==================== block 1
Figure 1. A small window of the routed layout (block 1).
The bar under the picture is 20 um long. Region (0, 0) to (50, 50) um. Cells in gray, sequential cells in the stronger gray; small squares are vias.
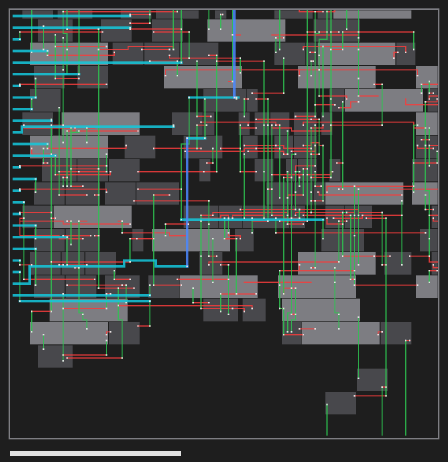

--- src/rtl/snoopy_invalidate_pkg.sv ---
// Shared types for the snoop-side invalidate-protocol controller.
package snoopy_invalidate_pkg;

  typedef enum logic [1:0] {
    LINE_INVALID  = 2'b00,
    LINE_SHARED   = 2'b01,
    LINE_MODIFIED = 2'b10
  } line_state_e;

  typedef enum logic [1:0] {
    CMD_NONE               = 2'b00,
    CMD_BUS_READ           = 2'b01,
    CMD_BUS_READ_EXCLUSIVE = 2'b10,
    CMD_BUS_INVALIDATE     = 2'b11
  } bus_cmd_e;

  typedef enum logic [2:0] {
    ST_IDLE,
    ST_CHECK,
    ST_FLUSH,
    ST_UPDATE,
    ST_RESPOND
  } fsm_state_e;

endpackage

--- src/rtl/snoopy_invalidate_controller_flush_counter.sv ---
// Word-offset counter walking a block during a flush; wraps naturally.
module snoopy_flush_counter #(
  parameter int unsigned OFFSET_WIDTH = 4
) (
  input  logic                    clock,
  input  logic                    reset,
  input  logic                    enable,
  input  logic                    clear,
  output logic [OFFSET_WIDTH-1:0] count,
  output logic                    last
);

  // Advance on each accepted beat, park at zero outside a flush.
  always_ff @(posedge clock or negedge reset) begin
    if (!reset) begin
      count <= '0;
    end else if (clear) begin
      count <= '0;
    end else if (enable) begin
      count <= count + OFFSET_WIDTH'(1);
    end
  end

  assign last = &count;

endmodule

--- src/rtl/snoopy_invalidate_controller.sv ---
// Snoop-side controller: looks up snooped lines, flushes dirty data,
// downgrades/invalidates the line state and acknowledges the bus.
module snoopy_invalidate_controller
  import snoopy_invalidate_pkg::*;
#(
  parameter int unsigned TAG_WIDTH    = 6,
  parameter int unsigned INDEX_WIDTH  = 6,
  parameter int unsigned OFFSET_WIDTH = 4,
  parameter int unsigned DATA_WIDTH   = 16
) (
  input  logic                    clock,
  input  logic                    reset,
  input  logic                    busRequest,
  input  logic [1:0]              busCommand,
  input  logic [TAG_WIDTH-1:0]    busTag,
  input  logic [INDEX_WIDTH-1:0]  busIndex,
  output logic                    busAck,
  output logic                    busShared,
  output logic [DATA_WIDTH-1:0]   busDataOut,
  output logic [OFFSET_WIDTH-1:0] busDataOffset,
  output logic                    busDataValid,
  input  logic                    busDataReady,
  output logic [INDEX_WIDTH-1:0]  snoopyIndex,
  output logic [OFFSET_WIDTH-1:0] snoopyOffset,
  output logic [TAG_WIDTH-1:0]    snoopyTagIn,
  output logic [1:0]              snoopyStateIn,
  output logic                    snoopyWriteState,
  input  logic                    snoopyHit,
  input  logic [1:0]              snoopyStateOut,
  input  logic [DATA_WIDTH-1:0]   snoopyDataOut
);

  fsm_state_e  state_q, state_next;
  bus_cmd_e    cmd_q;
  line_state_e new_state_q, new_state_next;
  logic        present_q, present_next;
  logic        latch;
  logic [TAG_WIDTH-1:0]    tag_q;
  logic [INDEX_WIDTH-1:0]  index_q;
  logic [OFFSET_WIDTH-1:0] count;
  logic        last;

  logic        ack_next, shared_next, write_next, valid_next;
  line_state_e state_in_next;
  line_state_e state_in_q;

  snoopy_flush_counter #(.OFFSET_WIDTH(OFFSET_WIDTH)) u_counter (
    .clock  (clock),
    .reset  (reset),
    .enable (busDataReady && (state_q == ST_FLUSH)),
    .clear  (state_q != ST_FLUSH),
    .count  (count),
    .last   (last)
  );

  // State and decision registers.
  always_ff @(posedge clock or negedge reset) begin
    if (!reset) begin
      state_q     <= ST_IDLE;
      new_state_q <= LINE_INVALID;
      present_q   <= 1'b0;
    end else begin
      state_q     <= state_next;
      new_state_q <= new_state_next;
      present_q   <= present_next;
    end
  end

  // Capture the snooped transaction when it is accepted.
  always_ff @(posedge clock or negedge reset) begin
    if (!reset) begin
      cmd_q   <= CMD_NONE;
      tag_q   <= '0;
      index_q <= '0;
    end else if (latch) begin
      cmd_q   <= bus_cmd_e'(busCommand);
      tag_q   <= busTag;
      index_q <= busIndex;
    end
  end

  // Next-state logic and next values of the registered outputs.
  always_comb begin
    state_next     = state_q;
    new_state_next = new_state_q;
    present_next   = present_q;
    latch          = 1'b0;

    case (state_q)
      ST_IDLE: begin
        if (busRequest && (busCommand != 2'(CMD_NONE))) begin
          latch      = 1'b1;
          state_next = ST_CHECK;
        end
      end
      ST_CHECK: begin
        present_next   = 1'b0;
        new_state_next = LINE_INVALID;
        state_next     = ST_RESPOND;
        if (snoopyHit) begin
          case (snoopyStateOut)
            2'(LINE_SHARED): begin
              present_next = 1'b1;
              if (cmd_q != CMD_BUS_READ) state_next = ST_UPDATE;
            end
            2'(LINE_MODIFIED): begin
              // Invalidate against a dirty line is treated as read-exclusive.
              present_next   = 1'b1;
              new_state_next = (cmd_q == CMD_BUS_READ) ? LINE_SHARED : LINE_INVALID;
              state_next     = ST_FLUSH;
            end
            default: ;
          endcase
        end
      end
      ST_FLUSH: begin
        if (busDataReady && last) state_next = ST_UPDATE;
      end
      ST_UPDATE:  state_next = ST_RESPOND;
      ST_RESPOND: state_next = ST_IDLE;
      default:    state_next = ST_IDLE;
    endcase

    ack_next      = (state_next == ST_RESPOND);
    shared_next   = (state_next == ST_RESPOND) && present_next;
    write_next    = (state_next == ST_UPDATE);
    valid_next    = (state_next == ST_FLUSH);
    state_in_next = (state_next == ST_UPDATE) ? new_state_next : LINE_INVALID;
  end

  // Output registers, aligned with the state they belong to.
  always_ff @(posedge clock or negedge reset) begin
    if (!reset) begin
      busAck           <= 1'b0;
      busShared        <= 1'b0;
      snoopyWriteState <= 1'b0;
      busDataValid     <= 1'b0;
      state_in_q       <= LINE_INVALID;
    end else begin
      busAck           <= ack_next;
      busShared        <= shared_next;
      snoopyWriteState <= write_next;
      busDataValid     <= valid_next;
      state_in_q       <= state_in_next;
    end
  end

  assign snoopyStateIn = state_in_q;
  assign snoopyTagIn   = tag_q;
  assign snoopyIndex   = index_q;
  assign snoopyOffset  = count;
  // Flush data comes straight from the cache read port for the current offset.
  assign busDataOut    = busDataValid ? snoopyDataOut : '0;
  assign busDataOffset = busDataValid ? count : '0;

endmodule

--- config.mk ---
export PLATFORM = sky130hd
export DESIGN_NAME = snoopy_invalidate_controller
export DESIGN_NICKNAME = d
export VERILOG_FILES = /design/src/rtl/snoopy_invalidate_pkg.sv /design/src/rtl/snoopy_invalidate_controller_flush_counter.sv /design/src/rtl/snoopy_invalidate_controller.sv
export SDC_FILE = /design/constraint.sdc
export NUM_CORES = 1
export LEC_CHECK = 0
export ABC_CLOCK_PERIOD_IN_PS = 2840
export CELL_PAD_IN_SITES_DETAIL_PLACEMENT = 0
export CELL_PAD_IN_SITES_GLOBAL_PLACEMENT = 2
export CORE_UTILIZATION = 25
export CTS_BUF_LIST = sky130_fd_sc_hd__clkbuf_8
export DETAILED_ROUTE_END_ITERATION = 6
export PLACE_DENSITY = 0.89
export SETUP_SLACK_MARGIN = 0.3
export SYNTH_ARGS = -nofsm -noshare
export SYNTH_HDL_FRONTEND = slang
export SYNTH_SLANG_ARGS = --single-unit
--- constraint.sdc ---
create_clock -name clock -period 2.84 [get_ports clock]
set_input_delay 0.568 -clock clock [delete_from_list [all_inputs] [get_ports clock]]
set_output_delay 0.568 -clock clock [all_outputs]
set_load 0.005 [all_outputs]
==================== block 2
===== src/rtl/ifu_fetch_seq_if.sv =====
// Fetch-unit bundle: instruction-memory handshake plus the decoded-instruction view.
// master = fetch unit, slave = memory/controller side.
interface ifu_fetch_seq_if #(
  parameter int CNT_W = 32
);
  logic             imem_req;
  logic [31:0]      imem_addr;
  logic             imem_ready;
  logic [31:0]      imem_rdata;
  logic [31:0]      instr;
  logic             instr_valid;
  logic [31:0]      pc;
  logic [31:0]      pc_plus4;
  logic             npc_sel;
  logic             zero;
  logic [CNT_W-1:0] retired;

  modport master (
    output imem_req, imem_addr, instr, instr_valid, pc, pc_plus4, retired,
    input  imem_ready, imem_rdata, npc_sel, zero
  );

  modport slave (
    input  imem_req, imem_addr, instr, instr_valid, pc, pc_plus4, retired,
    output imem_ready, imem_rdata, npc_sel, zero
  );
endinterface


===== src/rtl/ifu_fetch_seq.sv =====
// Instruction fetch sequencer: PC, instruction register, next-PC select.
// Latency 2 cycles/instr (fetch + exec); each imem_ready=0 cycle holds the fetch.
module ifu_fetch_seq #(
  parameter logic [31:0] RESET_PC = 32'h0000_3000,
  parameter int          CNT_W    = 32
) (
  input  logic            clk,
  input  logic            rst_n,
  ifu_fetch_seq_if.master bus
);

  typedef enum logic [1:0] {
    S_IDLE,
    S_FETCH,
    S_EXEC
  } state_t;

  state_t           state;
  logic [31:0]      pc_q;
  logic [31:0]      instr_q;
  logic [CNT_W-1:0] retired_q;
  logic             req_q;
  logic             vld_q;

  logic [31:0]      pc_plus4;
  logic [31:0]      j_tgt;
  logic [31:0]      b_tgt;
  logic [31:0]      npc;
  logic             is_j;

  assign pc_plus4 = pc_q + 32'd4;
  assign is_j     = (instr_q[31:26] == 6'b000010);
  assign j_tgt    = {pc_plus4[31:28], instr_q[25:0], 2'b00};
  assign b_tgt    = pc_plus4 + {{14{instr_q[15]}}, instr_q[15:0], 2'b00};

  // npc_sel/zero only matter in S_EXEC; npc is consumed nowhere else.
  always_comb begin
    npc = pc_plus4;
    if (bus.npc_sel && is_j) begin
      npc = j_tgt;
    end else if (bus.npc_sel && bus.zero) begin
      npc = b_tgt;
    end
  end

  always_ff @(posedge clk or negedge rst_n) begin
    if (!rst_n) begin
      state     <= S_IDLE;
      pc_q      <= RESET_PC;
      instr_q   <= 32'd0;
      retired_q <= '0;
      req_q     <= 1'b0;
      vld_q     <= 1'b0;
    end else begin
      case (state)
        S_IDLE: begin
          state <= S_FETCH;
          req_q <= 1'b1;
        end
        S_FETCH: begin
          if (bus.imem_ready) begin
            instr_q <= bus.imem_rdata;
            req_q   <= 1'b0;
            vld_q   <= 1'b1;
            state   <= S_EXEC;
          end
        end
        S_EXEC: begin
          pc_q      <= npc;
          retired_q <= retired_q + CNT_W'(1);
          vld_q     <= 1'b0;
          req_q     <= 1'b1;
          state     <= S_FETCH;
        end
        default: begin
          state <= S_IDLE;
          req_q <= 1'b0;
          vld_q <= 1'b0;
        end
      endcase
    end
  end

  assign bus.imem_req    = req_q;
  assign bus.imem_addr   = pc_q;
  assign bus.instr       = instr_q;
  assign bus.instr_valid = vld_q;
  assign bus.pc          = pc_q;
  assign bus.pc_plus4    = pc_plus4;
  assign bus.retired     = retired_q;

endmodule

===== src/flat_wrapper.sv =====
// flat-port wrapper written by rule: the top's interface ports become plain ports
module ifu_fetch_seq_flat 
#(
  parameter logic [31:0] RESET_PC = 32'h0000_3000,
  parameter int          CNT_W    = 32
)
  (clk, rst_n, bus_imem_req, bus_imem_addr, bus_instr, bus_instr_valid, bus_pc, bus_pc_plus4, bus_retired, bus_imem_ready, bus_imem_rdata, bus_npc_sel, bus_zero);
  ifu_fetch_seq_if #(.CNT_W(CNT_W)) bus_i ();
  input  logic clk;
  input  logic rst_n;
  output wire logic [$bits(bus_i.imem_req)-1:0] bus_imem_req;
  output wire logic [$bits(bus_i.imem_addr)-1:0] bus_imem_addr;
  output wire logic [$bits(bus_i.instr)-1:0] bus_instr;
  output wire logic [$bits(bus_i.instr_valid)-1:0] bus_instr_valid;
  output wire logic [$bits(bus_i.pc)-1:0] bus_pc;
  output wire logic [$bits(bus_i.pc_plus4)-1:0] bus_pc_plus4;
  output wire logic [$bits(bus_i.retired)-1:0] bus_retired;
  input wire logic [$bits(bus_i.imem_ready)-1:0] bus_imem_ready;
  input wire logic [$bits(bus_i.imem_rdata)-1:0] bus_imem_rdata;
  input wire logic [$bits(bus_i.npc_sel)-1:0] bus_npc_sel;
  input wire logic [$bits(bus_i.zero)-1:0] bus_zero;
  assign bus_imem_req = bus_i.imem_req;
  assign bus_imem_addr = bus_i.imem_addr;
  assign bus_instr = bus_i.instr;
  assign bus_instr_valid = bus_i.instr_valid;
  assign bus_pc = bus_i.pc;
  assign bus_pc_plus4 = bus_i.pc_plus4;
  assign bus_retired = bus_i.retired;
  assign bus_i.imem_ready = bus_imem_ready;
  assign bus_i.imem_rdata = bus_imem_rdata;
  assign bus_i.npc_sel = bus_npc_sel;
  assign bus_i.zero = bus_zero;
  ifu_fetch_seq #(.RESET_PC(RESET_PC), .CNT_W(CNT_W)) u_core (.clk(clk), .rst_n(rst_n), .bus(bus_i));
endmodule

===== config.mk =====
export PLATFORM = sky130hd
export DESIGN_NAME = ifu_fetch_seq_flat
export DESIGN_NICKNAME = d
export VERILOG_FILES = /design/src/rtl/ifu_fetch_seq_if.sv /design/src/rtl/ifu_fetch_seq.sv /design/src/flat_wrapper.sv
export SDC_FILE = /design/constraint.sdc
export NUM_CORES = 1
export LEC_CHECK = 0
export CAP_MARGIN = 20
export CORE_MARGIN = 5
export CORE_UTILIZATION = 30
export DETAILED_ROUTE_END_ITERATION = 10
export MAX_ROUTING_LAYER = met4
export PLACE_DENSITY = 0.54
export SYNTH_ARGS = -nofsm -noshare
export SYNTH_HDL_FRONTEND = slang
export SYNTH_SLANG_ARGS = --single-unit

===== constraint.sdc =====
create_clock -name clk -period 3.11 [get_ports clk]
set_clock_uncertainty 0.2 [all_clocks]
set_input_delay 0.311 -clock clk [delete_from_list [all_inputs] [get_ports clk]]
set_output_delay 0.311 -clock clk [all_outputs]
set_load 0.01 [all_outputs]

==================== block 3
## config.mk

```make
export PLATFORM = sky130hd
export DESIGN_NAME = icache_ctrl
export DESIGN_NICKNAME = d
export VERILOG_FILES = /design/src/rtl/icache_pkg.sv /design/src/rtl/icache_data_array.sv /design/src/rtl/icache_ctrl.sv
export SDC_FILE = /design/constraint.sdc
export NUM_CORES = 1
export LEC_CHECK = 0
export CORE_MARGIN = 2
export CORE_UTILIZATION = 45
export DETAILED_ROUTE_END_ITERATION = 10
export PLACE_DENSITY_LB_ADDON = 0.08
export SYNTH_ARGS = -nofsm -noshare
export SYNTH_HDL_FRONTEND = slang
export SYNTH_HIERARCHICAL = 1
export SYNTH_SLANG_ARGS = --single-unit
export TNS_END_PERCENT = 20
```

## constraint.sdc

```tcl
create_clock -name clk -period 5.4 [get_ports clk]
set_clock_uncertainty 0.05 [all_clocks]
set_input_delay 1.08 -clock clk [delete_from_list [all_inputs] [get_ports clk]]
set_output_delay 1.08 -clock clk [all_outputs]
set_load 0.005 [all_outputs]
```

## src/rtl/icache_pkg.sv

```systemverilog
// Shared definitions for the direct-mapped instruction cache.
//   state_e        : controller FSM encoding
//   WORDS_PER_LINE : words per cache line (one memory beat each)
//   OFF_W          : word-offset field width inside a line
//   OFF_LSB/IDX_LSB: bit positions of the offset and index fields in a word address
package icache_pkg;

    typedef enum logic [1:0] {
        StIdle = 2'd0,
        StReq  = 2'd1,
        StWait = 2'd2,
        StDone = 2'd3
    } state_e;

    localparam int unsigned WORDS_PER_LINE = 4;
    localparam int unsigned OFF_W          = 2;
    localparam int unsigned OFF_LSB        = 0;
    localparam int unsigned IDX_LSB        = OFF_LSB + OFF_W;

endpackage

```

## src/rtl/icache_data_array.sv

```systemverilog
// Instruction data storage: LINES x WORDS_PER_LINE words of DATA_W bits.
// Asynchronous read, synchronous single-port write, no reset on contents.
//   clk     : write clock
//   we_i    : write enable
//   widx_i  : line index to write      woff_i : word offset to write
//   wdata_i : write data
//   ridx_i  : line index to read       roff_i : word offset to read
//   rdata_o : read data (combinational)
module icache_data_array import icache_pkg::*; #(
    parameter int unsigned LINES  = 8,
    parameter int unsigned DATA_W = 16,
    localparam int unsigned IDX_W = $clog2(LINES)
) (
    input  logic              clk,
    input  logic              we_i,
    input  logic [IDX_W-1:0]  widx_i,
    input  logic [OFF_W-1:0]  woff_i,
    input  logic [DATA_W-1:0] wdata_i,
    input  logic [IDX_W-1:0]  ridx_i,
    input  logic [OFF_W-1:0]  roff_i,
    output logic [DATA_W-1:0] rdata_o
);

    logic [DATA_W-1:0] mem_q [LINES*WORDS_PER_LINE];

    always_ff @(posedge clk) begin
        if (we_i) begin
            mem_q[{widx_i, woff_i}] <= wdata_i;
        end
    end

    assign rdata_o = mem_q[{ridx_i, roff_i}];

endmodule

```

## src/rtl/icache_ctrl.sv

```systemverilog
// Direct-mapped read-only instruction cache controller.
// Hits return the instruction combinationally; a miss stalls the fetch port (cpu_rdy_o=0) while
// the 4-word line is fetched one word at a time from word-serial memory.
//   clk, rst_n   : clock, asynchronous active-low reset
//   cpu_addr_i   : fetch word address {tag, idx, off}
//   cpu_re_i     : fetch request
//   cpu_instr_o  : instruction, zero unless cpu_rdy_o
//   cpu_rdy_o    : hit this cycle
//   inv_i        : invalidate-all pulse
//   mem_req_o    : one-cycle request for the word at mem_addr_o
//   mem_addr_o   : requested word address (zero when not requesting)
//   mem_valid_i  : returned-word strobe; mem_rdata_i carries the word
module icache_ctrl import icache_pkg::*; #(
    parameter int unsigned LINES  = 8,
    parameter int unsigned ADDR_W = 16,
    parameter int unsigned DATA_W = 16
) (
    input  logic              clk,
    input  logic              rst_n,
    input  logic [ADDR_W-1:0] cpu_addr_i,
    input  logic              cpu_re_i,
    output logic [DATA_W-1:0] cpu_instr_o,
    output logic              cpu_rdy_o,
    input  logic              inv_i,
    output logic              mem_req_o,
    output logic [ADDR_W-1:0] mem_addr_o,
    input  logic              mem_valid_i,
    input  logic [DATA_W-1:0] mem_rdata_i
);

    localparam int unsigned IDX_W   = $clog2(LINES);
    localparam int unsigned TAG_LSB = IDX_LSB + IDX_W;
    localparam int unsigned TAG_W   = ADDR_W - TAG_LSB;
    localparam int unsigned LINE_W  = ADDR_W - OFF_W;

    state_e            state_q, state_d;
    logic [LINES-1:0]  valid_q, valid_d;
    logic [OFF_W-1:0]  beat_q, beat_d;
    logic              kill_q, kill_d;
    // Line address of the miss being filled; the word offset is implicitly zero.
    logic [LINE_W-1:0] miss_addr_q, miss_addr_d;
    logic [TAG_W-1:0]  tag_ram_q [LINES];

    logic [IDX_W-1:0]  cpu_idx, fill_idx;
    logic [OFF_W-1:0]  cpu_off;
    logic [TAG_W-1:0]  cpu_tag, fill_tag;
    logic              hit, arr_we, tag_we;
    logic [DATA_W-1:0] arr_rdata;

    assign cpu_off  = cpu_addr_i[IDX_LSB-1:OFF_LSB];
    assign cpu_idx  = cpu_addr_i[TAG_LSB-1:IDX_LSB];
    assign cpu_tag  = cpu_addr_i[ADDR_W-1:TAG_LSB];
    assign fill_idx = miss_addr_q[IDX_W-1:0];
    assign fill_tag = miss_addr_q[LINE_W-1:IDX_W];

    assign hit = (state_q == StIdle) && cpu_re_i && valid_q[cpu_idx]
                 && (tag_ram_q[cpu_idx] == cpu_tag);

    assign cpu_rdy_o   = hit;
    assign cpu_instr_o = hit ? arr_rdata : '0;
    assign mem_addr_o  = (state_q == StReq) ? {miss_addr_q, beat_q} : '0;

    icache_data_array #(
        .LINES  (LINES),
        .DATA_W (DATA_W)
    ) u_data (
        .clk     (clk),
        .we_i    (arr_we),
        .widx_i  (fill_idx),
        .woff_i  (beat_q),
        .wdata_i (mem_rdata_i),
        .ridx_i  (cpu_idx),
        .roff_i  (cpu_off),
        .rdata_o (arr_rdata)
    );

    always_comb begin
        state_d     = state_q;
        valid_d     = valid_q;
        beat_d      = beat_q;
        kill_d      = kill_q;
        miss_addr_d = miss_addr_q;
        mem_req_o   = 1'b0;
        arr_we      = 1'b0;
        tag_we      = 1'b0;

        unique case (state_q)
            StIdle: begin
                if (cpu_re_i && !hit) begin
                    miss_addr_d = cpu_addr_i[ADDR_W-1:OFF_W];
                    state_d     = StReq;
                end
            end
            StReq: begin
                mem_req_o = 1'b1;
                state_d   = StWait;
            end
            StWait: begin
                // mem_valid is only honoured here, so stray strobes never touch the array.
                if (mem_valid_i) begin
                    arr_we = 1'b1;
                    if (beat_q == OFF_W'(WORDS_PER_LINE - 1)) begin
                        state_d = StDone;
                    end else begin
                        beat_d  = beat_q + 1'b1;
                        state_d = StReq;
                    end
                end
            end
            StDone: begin
                tag_we = 1'b1;
                if (!kill_q) begin
                    valid_d[fill_idx] = 1'b1;
                end
                beat_d  = '0;
                kill_d  = 1'b0;
                state_d = StIdle;
            end
            default: state_d = StIdle;
        endcase

        // Invalidate overrides the DONE install. Kill only needs to be remembered when a fill
        // still has a DONE ahead of it; in DONE itself the clear above already covers it.
        if (inv_i) begin
            valid_d = '0;
            if (state_q == StReq || state_q == StWait) begin
                kill_d = 1'b1;
            end
        end
    end

    always_ff @(posedge clk or negedge rst_n) begin
        if (!rst_n) begin
            state_q     <= StIdle;
            valid_q     <= '0;
            beat_q      <= '0;
            kill_q      <= 1'b0;
            miss_addr_q <= '0;
        end else begin
            state_q     <= state_d;
            valid_q     <= valid_d;
            beat_q      <= beat_d;
            kill_q      <= kill_d;
            miss_addr_q <= miss_addr_d;
        end
    end

    // Tag RAM needs no reset: entries are qualified by valid_q.
    always_ff @(posedge clk) begin
        if (tag_we) begin
            tag_ram_q[fill_idx] <= fill_tag;
        end
    end

endmodule
```

==================== block 4
<file path="src/rtl/mem_arb_pkg.sv">
// Shared types and widths for the SimpleRisc unified-memory port arbiter.
package mem_arb_pkg;

  localparam int MEM_ADDR_W = 32;
  localparam int MEM_DATA_W = 32;

  typedef enum logic [1:0] {
    IDLE  = 2'd0,
    ISSUE = 2'd1,
    WAIT  = 2'd2,
    RESP  = 2'd3
  } arb_state_e;

  typedef enum logic {
    OWN_IF = 1'b0,
    OWN_MA = 1'b1
  } arb_owner_e;

endpackage

</file>
<file path="src/rtl/mem_arb_latency_ctr.sv">
// Loadable saturating down-counter with a zero flag; times the memory
// access and, with MEM_ARB_FAIRNESS_EN, tracks the remaining MA streak budget.
module mem_arb_latency_ctr #(
  parameter int               WIDTH   = 2,
  parameter logic [WIDTH-1:0] RST_VAL = '0
) (
  input  logic             clk,
  input  logic             reset,
  input  logic             load,
  input  logic [WIDTH-1:0] load_val,
  input  logic             dec,
  output logic             zero
);

  logic [WIDTH-1:0] cnt_q;

  always_ff @(posedge clk or negedge reset) begin
    if (!reset) begin
      cnt_q <= RST_VAL;
    end else if (load) begin
      cnt_q <= load_val;
    end else if (dec && (cnt_q != '0)) begin
      cnt_q <= cnt_q - WIDTH'(1);
    end
  end

  assign zero = (cnt_q == '0);

endmodule

</file>
<file path="src/rtl/mem_port_arbiter.sv">
// IF/MA arbiter and fixed-latency sequencer for the single-ported memory.
// Optional MA-streak fairness is compiled in with `define MEM_ARB_FAIRNESS_EN.
module mem_port_arbiter
  import mem_arb_pkg::*;
#(
  parameter int MEM_LATENCY   = 2,
  parameter int MAX_MA_STREAK = 4
) (
  input  logic                  clk,
  input  logic                  reset,
  input  logic                  if_req,
  input  logic [MEM_ADDR_W-1:0] if_addr,
  input  logic                  if_flush,
  output logic                  if_gnt,
  output logic                  if_rvalid,
  output logic [MEM_DATA_W-1:0] if_rdata,
  input  logic                  ma_req,
  input  logic                  ma_we,
  input  logic [MEM_ADDR_W-1:0] ma_addr,
  input  logic [MEM_DATA_W-1:0] ma_wdata,
  output logic                  ma_gnt,
  output logic                  ma_rvalid,
  output logic [MEM_DATA_W-1:0] ma_rdata,
  output logic                  mem_en,
  output logic                  mem_we,
  output logic [MEM_ADDR_W-1:0] mem_addr,
  output logic [MEM_DATA_W-1:0] mem_wdata,
  input  logic [MEM_DATA_W-1:0] mem_rdata
);

  localparam int               LAT_W    = (MEM_LATENCY > 1) ? $clog2(MEM_LATENCY) : 1;
  localparam logic [LAT_W-1:0] LAT_INIT = LAT_W'(MEM_LATENCY - 1);

  if (MEM_LATENCY < 1) begin : g_bad_latency
    $error("mem_port_arbiter: MEM_LATENCY must be at least 1");
  end
  if (MAX_MA_STREAK < 1) begin : g_bad_streak
    $error("mem_port_arbiter: MAX_MA_STREAK must be at least 1");
  end

  arb_state_e state_q, state_d;
  arb_owner_e owner_q, owner_d;
  logic       we_q, we_d;
  logic       cancel_q, cancel_d;
  logic       start_if, start_ma, force_if;
  logic       lat_load, lat_dec, lat_zero, capture, kill;

  logic                  if_gnt_d, ma_gnt_d, mem_en_d, mem_we_d;
  logic                  if_rvalid_d, ma_rvalid_d;
  logic [MEM_ADDR_W-1:0] mem_addr_d;
  logic [MEM_DATA_W-1:0] mem_wdata_d, if_rdata_d, ma_rdata_d;

`ifdef MEM_ARB_FAIRNESS_EN
  localparam int                  STREAK_W   = $clog2(MAX_MA_STREAK + 1);
  localparam logic [STREAK_W-1:0] STREAK_MAX = STREAK_W'(MAX_MA_STREAK);

  // Counts down the MA grants IF may still sit through; zero means IF is owed a turn.
  logic streak_zero;

  mem_arb_latency_ctr #(
    .WIDTH   (STREAK_W),
    .RST_VAL (STREAK_MAX)
  ) u_streak_ctr (
    .clk      (clk),
    .reset    (reset),
    .load     (start_if || (start_ma && !if_req)),
    .load_val (STREAK_MAX),
    .dec      (start_ma && if_req),
    .zero     (streak_zero)
  );

  assign force_if = if_req && streak_zero;
`else
  assign force_if = 1'b0;
`endif

  assign start_ma = (state_q == IDLE) && ma_req && !force_if;
  assign start_if = (state_q == IDLE) && if_req && !start_ma;

  mem_arb_latency_ctr #(
    .WIDTH   (LAT_W),
    .RST_VAL ({LAT_W{1'b0}})
  ) u_lat_ctr (
    .clk      (clk),
    .reset    (reset),
    .load     (lat_load),
    .load_val (LAT_INIT),
    .dec      (lat_dec),
    .zero     (lat_zero)
  );

  always_comb begin
    state_d  = state_q;
    owner_d  = owner_q;
    we_d     = we_q;
    cancel_d = cancel_q;
    lat_load = 1'b0;
    lat_dec  = 1'b0;
    capture  = 1'b0;

    case (state_q)
      IDLE: begin
        if (start_ma || start_if) begin
          state_d  = ISSUE;
          owner_d  = start_ma ? OWN_MA : OWN_IF;
          we_d     = start_ma && ma_we;
          cancel_d = 1'b0;
        end
      end
      ISSUE: begin
        lat_load = 1'b1;
        state_d  = WAIT;
      end
      WAIT: begin
        if (lat_zero) begin
          capture = 1'b1;
          state_d = RESP;
        end else begin
          lat_dec = 1'b1;
        end
      end
      RESP:    state_d = IDLE;
      default: state_d = IDLE;
    endcase

    if ((state_q != IDLE) && (owner_q == OWN_IF) && if_flush) begin
      cancel_d = 1'b1;
    end

    // A flush arriving on the capture cycle itself must still suppress the result.
    kill = cancel_q || if_flush;

    if_gnt_d    = start_if;
    ma_gnt_d    = start_ma;
    mem_en_d    = start_if || start_ma;
    mem_we_d    = start_ma && ma_we;
    mem_addr_d  = start_ma ? ma_addr : (start_if ? if_addr : '0);
    mem_wdata_d = start_ma ? ma_wdata : '0;
    if_rvalid_d = capture && (owner_q == OWN_IF) && !kill;
    ma_rvalid_d = capture && (owner_q == OWN_MA);
    if_rdata_d  = if_rvalid_d ? mem_rdata : if_rdata;
    ma_rdata_d  = (ma_rvalid_d && !we_q) ? mem_rdata : ma_rdata;
  end

  always_ff @(posedge clk or negedge reset) begin
    if (!reset) begin
      state_q   <= IDLE;
      owner_q   <= OWN_IF;
      we_q      <= 1'b0;
      cancel_q  <= 1'b0;
      if_gnt    <= 1'b0;
      ma_gnt    <= 1'b0;
      mem_en    <= 1'b0;
      mem_we    <= 1'b0;
      mem_addr  <= '0;
      mem_wdata <= '0;
      if_rvalid <= 1'b0;
      ma_rvalid <= 1'b0;
      if_rdata  <= '0;
      ma_rdata  <= '0;
    end else begin
      state_q   <= state_d;
      owner_q   <= owner_d;
      we_q      <= we_d;
      cancel_q  <= cancel_d;
      if_gnt    <= if_gnt_d;
      ma_gnt    <= ma_gnt_d;
      mem_en    <= mem_en_d;
      mem_we    <= mem_we_d;
      mem_addr  <= mem_addr_d;
      mem_wdata <= mem_wdata_d;
      if_rvalid <= if_rvalid_d;
      ma_rvalid <= ma_rvalid_d;
      if_rdata  <= if_rdata_d;
      ma_rdata  <= ma_rdata_d;
    end
  end

endmodule

</file>
<file path="config.mk">
export PLATFORM = sky130hd
export DESIGN_NAME = mem_port_arbiter
export DESIGN_NICKNAME = d
export VERILOG_FILES = /design/src/rtl/mem_arb_pkg.sv /design/src/rtl/mem_arb_latency_ctr.sv /design/src/rtl/mem_port_arbiter.sv
export SDC_FILE = /design/constraint.sdc
export NUM_CORES = 1
export LEC_CHECK = 0
export ABC_CLOCK_PERIOD_IN_PS = 2900
export CORE_AREA = 2 2 113 115
export DETAILED_ROUTE_END_ITERATION = 10
export DIE_AREA = 0 0 115 117
export GPL_ROUTABILITY_DRIVEN = 0
export PLACE_DENSITY_LB_ADDON = 0.1
export SLEW_MARGIN = 20
export SYNTH_ARGS = -nofsm -noshare
export SYNTH_HDL_FRONTEND = slang
export SYNTH_SLANG_ARGS = --single-unit
</file>
<file path="constraint.sdc">
create_clock -name clk -period 2.9 [get_ports clk]
set_input_delay 0.87 -clock clk [delete_from_list [all_inputs] [get_ports clk]]
set_output_delay 0.87 -clock clk [all_outputs]
set_load 0.03 [all_outputs]
</file>

==> gallery <==
Sequential cells colored by netlist name.
shot_01.png
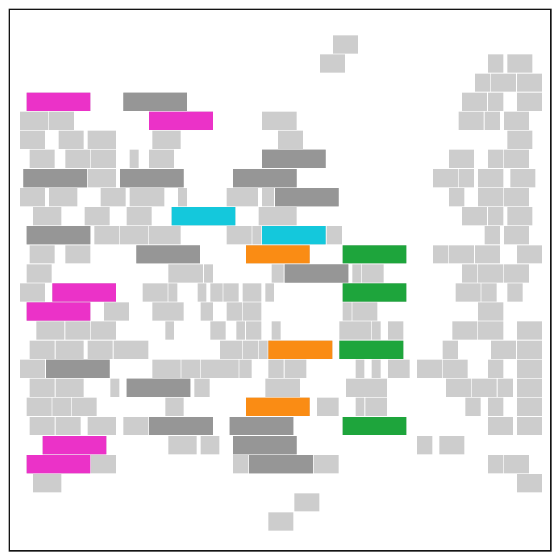
shot_02.png
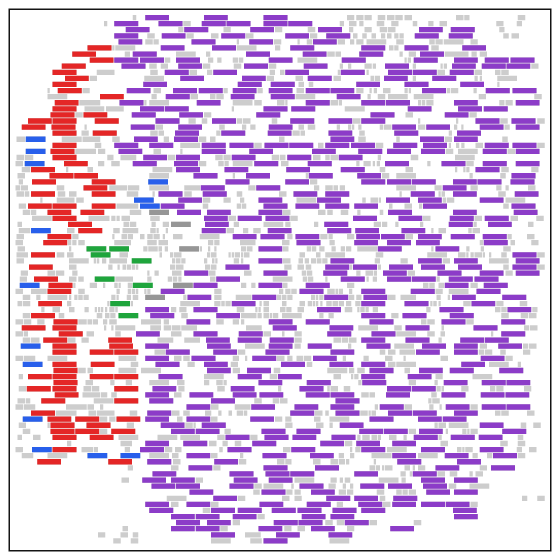
shot_03.png
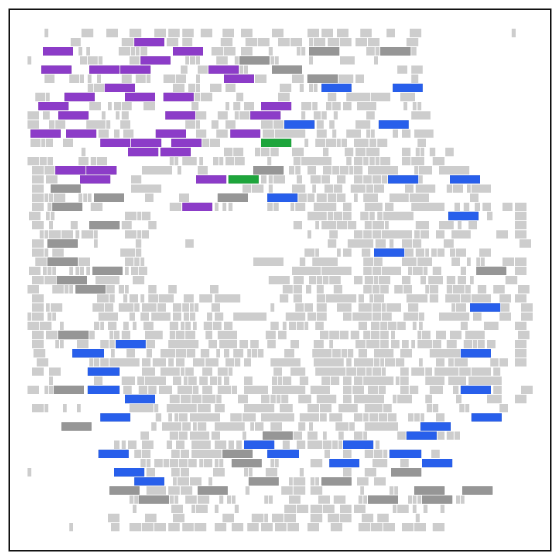
shot_01.png: block 1
shot_03.png: block 2
shot_02.png: block 3
- fewest sequential cells: shot_01.png

Figure 2. Cell outlines without signal wires (block 2).
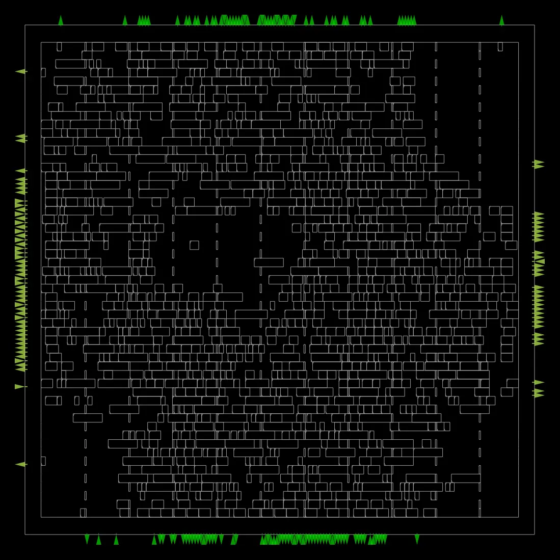
final core utilization: 50.0%
Seq area share: 21.6%
final cell count without fillers: 1,414
# Taps: 285
Row Count: 55

Figure 3. Wire density map (block 2).
The bar under the picture is 50 um long. 32 x 32 tiles, from black (low) to pale yellow (high), scaled to the fullest tile. Values are wire area over tile area, all layers added.
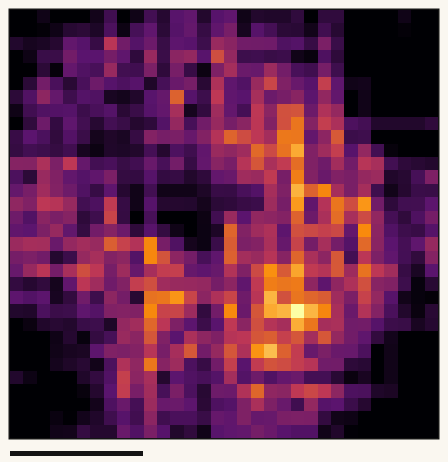
12% of the tiles are over half the peak. 15% of the tiles are nearly empty. The fullest tile reaches 0.59. The emptiest ninth of the die: upper right. The mean over all tiles is 0.15.

==> run notes, block 2 <==
yosys + openroad results -> outcome complete, but fails checks, failing checks negative setup slack, Clock Pin Slew Worst Setup and Hold Paths ~0.080 ns, Tool Warnings 35, vias in the first global route 7,044, Mean Syn Cell Area about 8.5 um2, yosys aoi share 16.5%, Critical Path End u_core.bus.imem_addr[31]$_DFFE_PN0P_, clkbuf count 9, Slew Limit Fails 0, Clock buf/inv share about 2.7%, DR top layer met4, gpl congestion between 0.8 and 0.9, min setup slack post-route -0.195 ns, CTS Buffer Depth 2, Sequential Power Share 18.7%, cts bufs inserted 9, switching power between 4 and 5 mW, distinct lib cells 72, Worst slew margin around 56%, Finished Cell Area 11,300 um2, classification of the worst setup path reg2reg, dominant register cell dfrtp_1, Top cells by area dfrtp_1, nand2_1, ha_1, Commonest cells post-synth nand2_1, dfrtp_1, o21ai_0, xnor2_1, nor2_1, via count 6,954, RSZ-0062 raised after global routing yes, Setup-failing EPs final 13, yosys xor share between 10% and 20%, crit end category register, Crit-path slowest cell dfstp_2, internal power 6.12 mW, Worst R2R End u_core.bus.imem_addr[31]$_DFFE_PN0P_, met3 WL post-DR about 870 um
[block 2: what timing repair did]
item,CTS,global route
setup buffers,26,12
setup endpoints to repair,27,30
resized,78,58
hold buffers,1,0
endpoints found under the hold margin,30,0
pin swaps,44,34
[block 2: placed cells by master (no fill, tap or decap), types with 5 or more instances in the layout]
cell type / instances
nand3_1: 25
xnor2_2: 15
clkbuf_16: 9
nor3_1: 7
xor2_2: 10
o31a_1: 5
o21ai_0: 26
nand2_1: 172
and3_1: 19
conb_1: 6
nand3_2: 5
a211oi_1: 5
ha_1: 20
ha_4: 16
inv_1: 15
xor2_1: 19
a21oi_1: 27
clkdlybuf4s50_1: 180
o21ai_1: 19
dfrtp_1: 92
buf_4: 173
a21o_1: 15
nor2_1: 34
o21ai_2: 5
buf_6: 6
nand4_1: 15
a21oi_2: 13
nor2_4: 9
o211ai_1: 7
xnor2_1: 29
[block 2: state kept, by name, summed over array words and instances (netlist names)]
name                    count
u_core.bus.instr_valid      1
u_core.state                2
u_core.bus.imem_addr       30
u_core.bus.retired         32
u_core.bus.instr           32
Figure 4. Cells colored by class (block 3).
Fill, decap, tap and diode cells in gray.
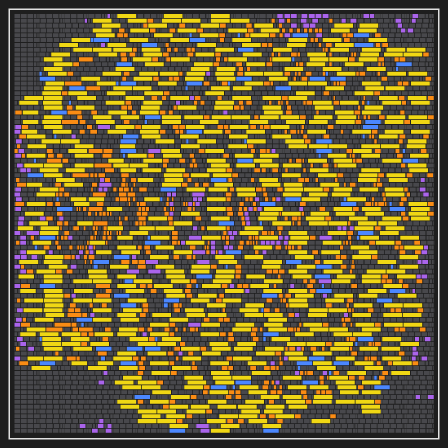
Key: purple = remaining buffers and delay cells [cells 174]; yellow = sequential cells [cells 627]; orange = combinational and other logic [cells 736]; blue = clock drivers and dummy loads [cells 121]

==> run notes, block 3 <==
yosys + openroad results -> outcome completed, CP top delay family buffers and inverters, initial antenna violation count 0, CP Depth 9, via count between 10,000 and 15,000, Comb/total area roughly 21%, FF-to-FF Start state_q[0]$_DFFE_PN0P_, critical path launch point type input pin, setup_tns 0 ns, cts bufs inserted a little under 70, Finished Cell Area approximately 29,000 um2, CP peak stage delay roughly 0.60 ns, Critical Path End cpu_instr_o[10], ys flops around 630, Initial Util between 40% and 50%, Tot Pwr about 11 mW, post-CTS setup buffers 0, crit end category output pin, Repair and plain buffers approximately 170, Flop area about 19,000 um2, gr ovfl total 0, CTS-repair resized insts 0, worst vdd ir 0.289 mV, Synth Area in Simple Gates ~4.7%, Worst Setup SP cpu_addr_i[2], dpl hpwl about 36,000 um, Seq area share 63.4%, antenna cells 1, Critical Path AT 4.07 ns, # Taps roughly 760
block 3: worst reg2reg max path: cells and delay by family, from the launching register on:
family | cells | cell delay, ns
buffers and inverters | 1 | 0.15
flip-flops | 1 | 0.42
AND/OR/NAND/NOR | 3 | 1.75
adder cells (fa/ha/maj) | 1 | 0.33
block 3: routing by layer:
| layer | GRT usage, % | vias up | part of all wire, % |
|---|---|---|---|
| met5 | 0 | - | 0 |
| met4 | 7.00 | 0 | 2.3 |
| met3 | 3.33 | 70 | 4.0 |
| met2 | 34.9 | 269 | 48 |
| met1 | 29.0 | 6825 | 45 |
| li1 | - | 6049 | - |
block 3: where the power goes:
group,internal (mW),total (mW),switching [mW]
Combinational,0.517,1.18,0.662
Clock,2.53,4.32,1.80
Sequential,5.65,5.88,0.234
Total,8.69,11.4,2.69
block 3: sequential cells by signal (all words and copies together) (netlist names):
signal / cells
u_data/mem_q: 512
tag_ram_q: 88
miss_addr_q: 14
valid_q: 8
beat_q: 2
state_q: 2
kill_q: 1
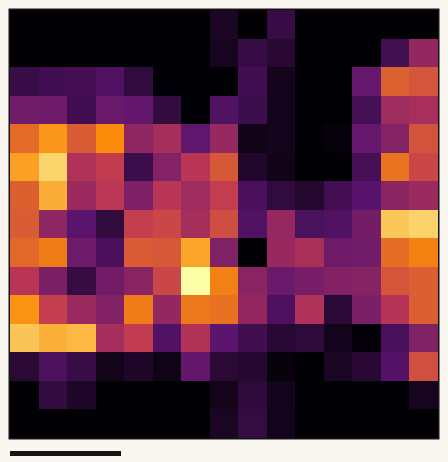
Figure 5: block 1, wire density map.
The bar under the picture is 20 um long. 15 x 15 tiles, from black (low) to pale yellow (high), scaled to the fullest tile. Values are wire area over tile area, all layers added.
The emptiest ninth of the die: top center. 26% of the tiles are nearly empty. The fullest tile reaches 0.34. The densest ninth of the die: middle left. The mean over all tiles is 0.092. 20% of the tiles are over half the peak.

## Picture notes: Figure 1
Key: blue = metal 4; green = metal 2; cyan = metal 3; red = metal 1
Sequential cells in the window: 18. Most frequent: clkdlybuf4s50_1 (24), dfrtp_1 (18), mux2_2 (8). 96 logic cells have their middle in the window. Netlist names of flops here include `snoopyIndex` (4), `snoopyTagIn` (3), `state_q` (3).

==> run notes, block 1 <==
yosys + openroad results -> outcome completed, Tot Pwr 1.31 mW, Worst slew margin about 70%, Row Count 26, WHS Endpoint new_state_q[0]$_DFF_PN0_, share of layout cells above drive strength 1 between 10% and 20%, Post-DP Area between 2000 and 2500 um2, hold_sp new_state_q[0]$_DFF_PN0_, Comb/total area between 20 and 30%, Setup-failing EPs final 0, Port Buffers 78, top cell category buffers, number of enable flip-flop cells 0, yosys stat area about 1400 um2, final cell count without fillers 271, Critical Path AT 1.63 ns, worst vdd ir between 0.3 and 0.4 mV, cts bufs inserted 5, Flop area 751 um2, htree depth 2, RSZ-0062 raised after global routing no, Initial DRC Count 38, ys flops 30, Synth Seq Share 53.4%, min setup slack post-route about 0.64 ns, FF-to-FF Start state_q[1]$_DFF_PN0_, setup_tns 0 ns, placed cell count 264, Initial Util 26.7%, crit path buf inv count 2, CTS sink cnt 30, post-route minimum period roughly 2.2 ns, Boundary Pins around 80, met1 WL between 1000 and 1500 um, GR Util met2 18.2%, Worst-Skew Late Latency approximately 0.27 ns, clock root buffer clkbuf_8, post-place setup slack slightly below 0.4 ns, dpl hpwl 2410 um, Die Ht slightly below 80 um, Synth Warn # 0, final core utilization between 40% and 50%, grt met3 use under 10%, Worst-Margin Slew 0.447 ns, Post-Syn Area 1410 um2, combinational gates just under 80
## block 1: registers in the layout (all words and copies together) (netlist names)
signal            count
snoopyIndex           6
snoopyTagIn           6
u_counter.count       4
state_q               3
cmd_q                 2
new_state_q           2
snoopyStateIn         2
busAck                1
busDataValid          1
busShared             1
present_q             1
snoopyWriteState      1
## block 1: logic make-up after synthesis
kind of cell,count (synthesis)
compound gates,8
xor+xnor,3
mux,16
flops,30
simple gates,48
fa+ha+maj,3
buf+inv,10
## block 1: where the power goes
group	switching (mW)	total, mW	internal [mW]
sequential	0.0576	0.585	0.527
clock	0.143	0.304	0.161
combinational	0.140	0.425	0.285
## block 1: placed cells by master, fill, tap and decap left out, drive strengths merged
cell,n
ha,3
nor2b,1
a31oi,2
nand2,4
mux2,14
nor3,4
mux2i,2
buf,2
nand4,1
nor4,1
a21oi,1
or3b,1
and2b,1
nor2,6
o21a,3
nand3b,1
xnor2,1
or3,1
clkbuf,5
clkdlybuf4s50,78
or2,1
and2,21
xor2,2
nor4b,2
a311oi,1
inv,8
dfrtp,30
o21ai,1
nand2b,3
Figure 6. A small window of the routed layout (block 4).
The bar under the picture is 20 um long. Region (4, 4) to (54, 54) um. Cells in gray, sequential cells in the stronger gray; small squares are vias.
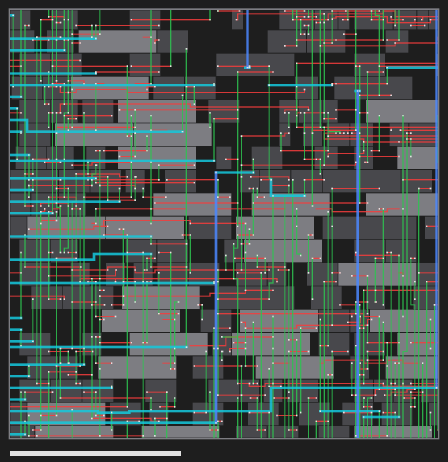
Key: green = metal 2; red = metal 1; blue = metal 4; cyan = metal 3
Most frequent: clkdlybuf4s50_1 (68), dfrtp_1 (30), and3_1 (23). 155 logic cells have their middle in the window. Netlist names of flops here include `mem_wdata` (22), `mem_addr` (7). Sequential cells in the window: 30.

==> run notes, block 4 <==
yosys + openroad results -> outcome completed, cells on worst reg2reg path 6, Port Buffers 267, yosys stat area ~5100 um2, Slew Limit Fails 0, worst vdd ir approximately 0.45 mV, num sequential roughly 140, count leader, synth dfrtp_1, number of nets at floorplan around 460, most frequent logic cell in the layout clkdlybuf4s50_1, Post-DP Area between 7000 and 8000 um2, Synth Seq Share just under 70%, Post-Syn Area about 5000 um2, Worst-Margin Slew approximately 0.55 ns, gr ovfl total 0, dpl hpwl slightly below 10,000 um, Clock Pin Slew Worst Setup and Hold Paths about 0.060 ns, min setup slack post-route a little under 0.6 ns, final wirelength 13,000 um, largest net degree at the start of global routing between 60 and 70, Comb/total area 16.5%, antenna cells 0, Finished Cell Area around 8500 um2, core box area approximately 12,000 um2, mean routed wirelength per cell about 17 um, htree depth 4, initial antenna violation count 0, Logic area about 1400 um2, Hold Crit Class in2async, Commonest cells post-synth dfrtp_1, mux2_2, a22o_1, and3_1, clkbuf_1, dominant register cell dfrtp_1, Via density 4.87, crit end category output pin, CTS Buffer Depth 2, Synth top area share between 60 and 70%, clock skew 0.00859 ns, Clock buf/inv share under 10%, Layout Nets 731, Yosys Instances roughly 320, crit path buf inv count 1, post-route minimum period 2.32 ns, Boundary Pins 268, Detailed Routing Iterations Pass 1 4, RSZ-0062 raised after global routing no, CP top delay family buffers and inverters, Synth Warn # 0
block 4: state kept, by name, indices dropped and copies added, names as in the netlist:
| name | flops |
|---|---|
| if_rdata | 32 |
| ma_rdata | 32 |
| mem_addr | 32 |
| mem_wdata | 32 |
| state_q | 2 |
| cancel_q | 1 |
| if_gnt | 1 |
| if_rvalid | 1 |
| ma_gnt | 1 |
| ma_rvalid | 1 |
| mem_en | 1 |
| mem_we | 1 |
| owner_q | 1 |
| u_lat_ctr.cnt_q | 1 |
| we_q | 1 |
block 4: where the power goes:
part	internal (mW)	switching (mW)	total (mW)
combinational	1.77	2.09	3.86
sequential	2.62	0.312	2.94
clock	1.47	0.780	2.25
block 4: cell families after synthesis:
kind of cell	synth area share [%]
AND/OR/NAND/NOR	5.56
adder cells (fa/ha/maj)	0.989
flip-flops	69.2
buffers and inverters	2.94
AND-OR/OR-AND	6.82
multiplexers	14.5
block 4: layer usage:
metal  up-vias  track usage (%)  routed length (um)
li1       1681                -                   -
met1      1809             20.1                4490
met2       168             35.1                6940
met3        22             8.44                1310
met4         0             9.16                 299
met5         -                0                   0


## Gallery

Cells colored by class.
Fill, decap, tap and diode cells in gray.
image #1
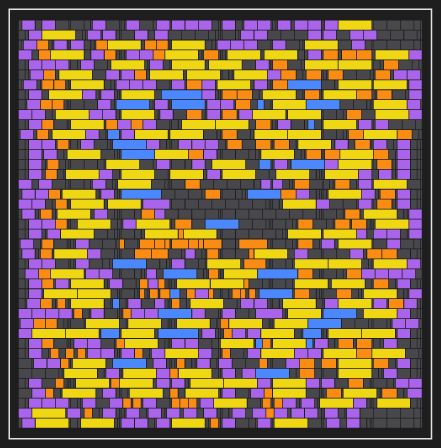
image #2
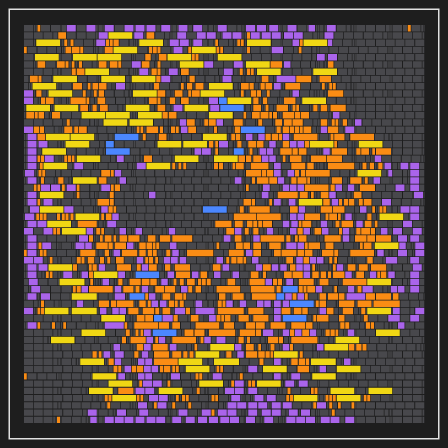
image #3
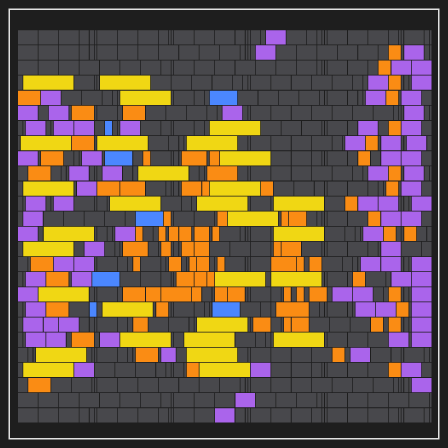
image #3 -> block 1
image #1 -> block 4
image #2 -> block 2

Power is estimated from default activity; no workload was simulated.
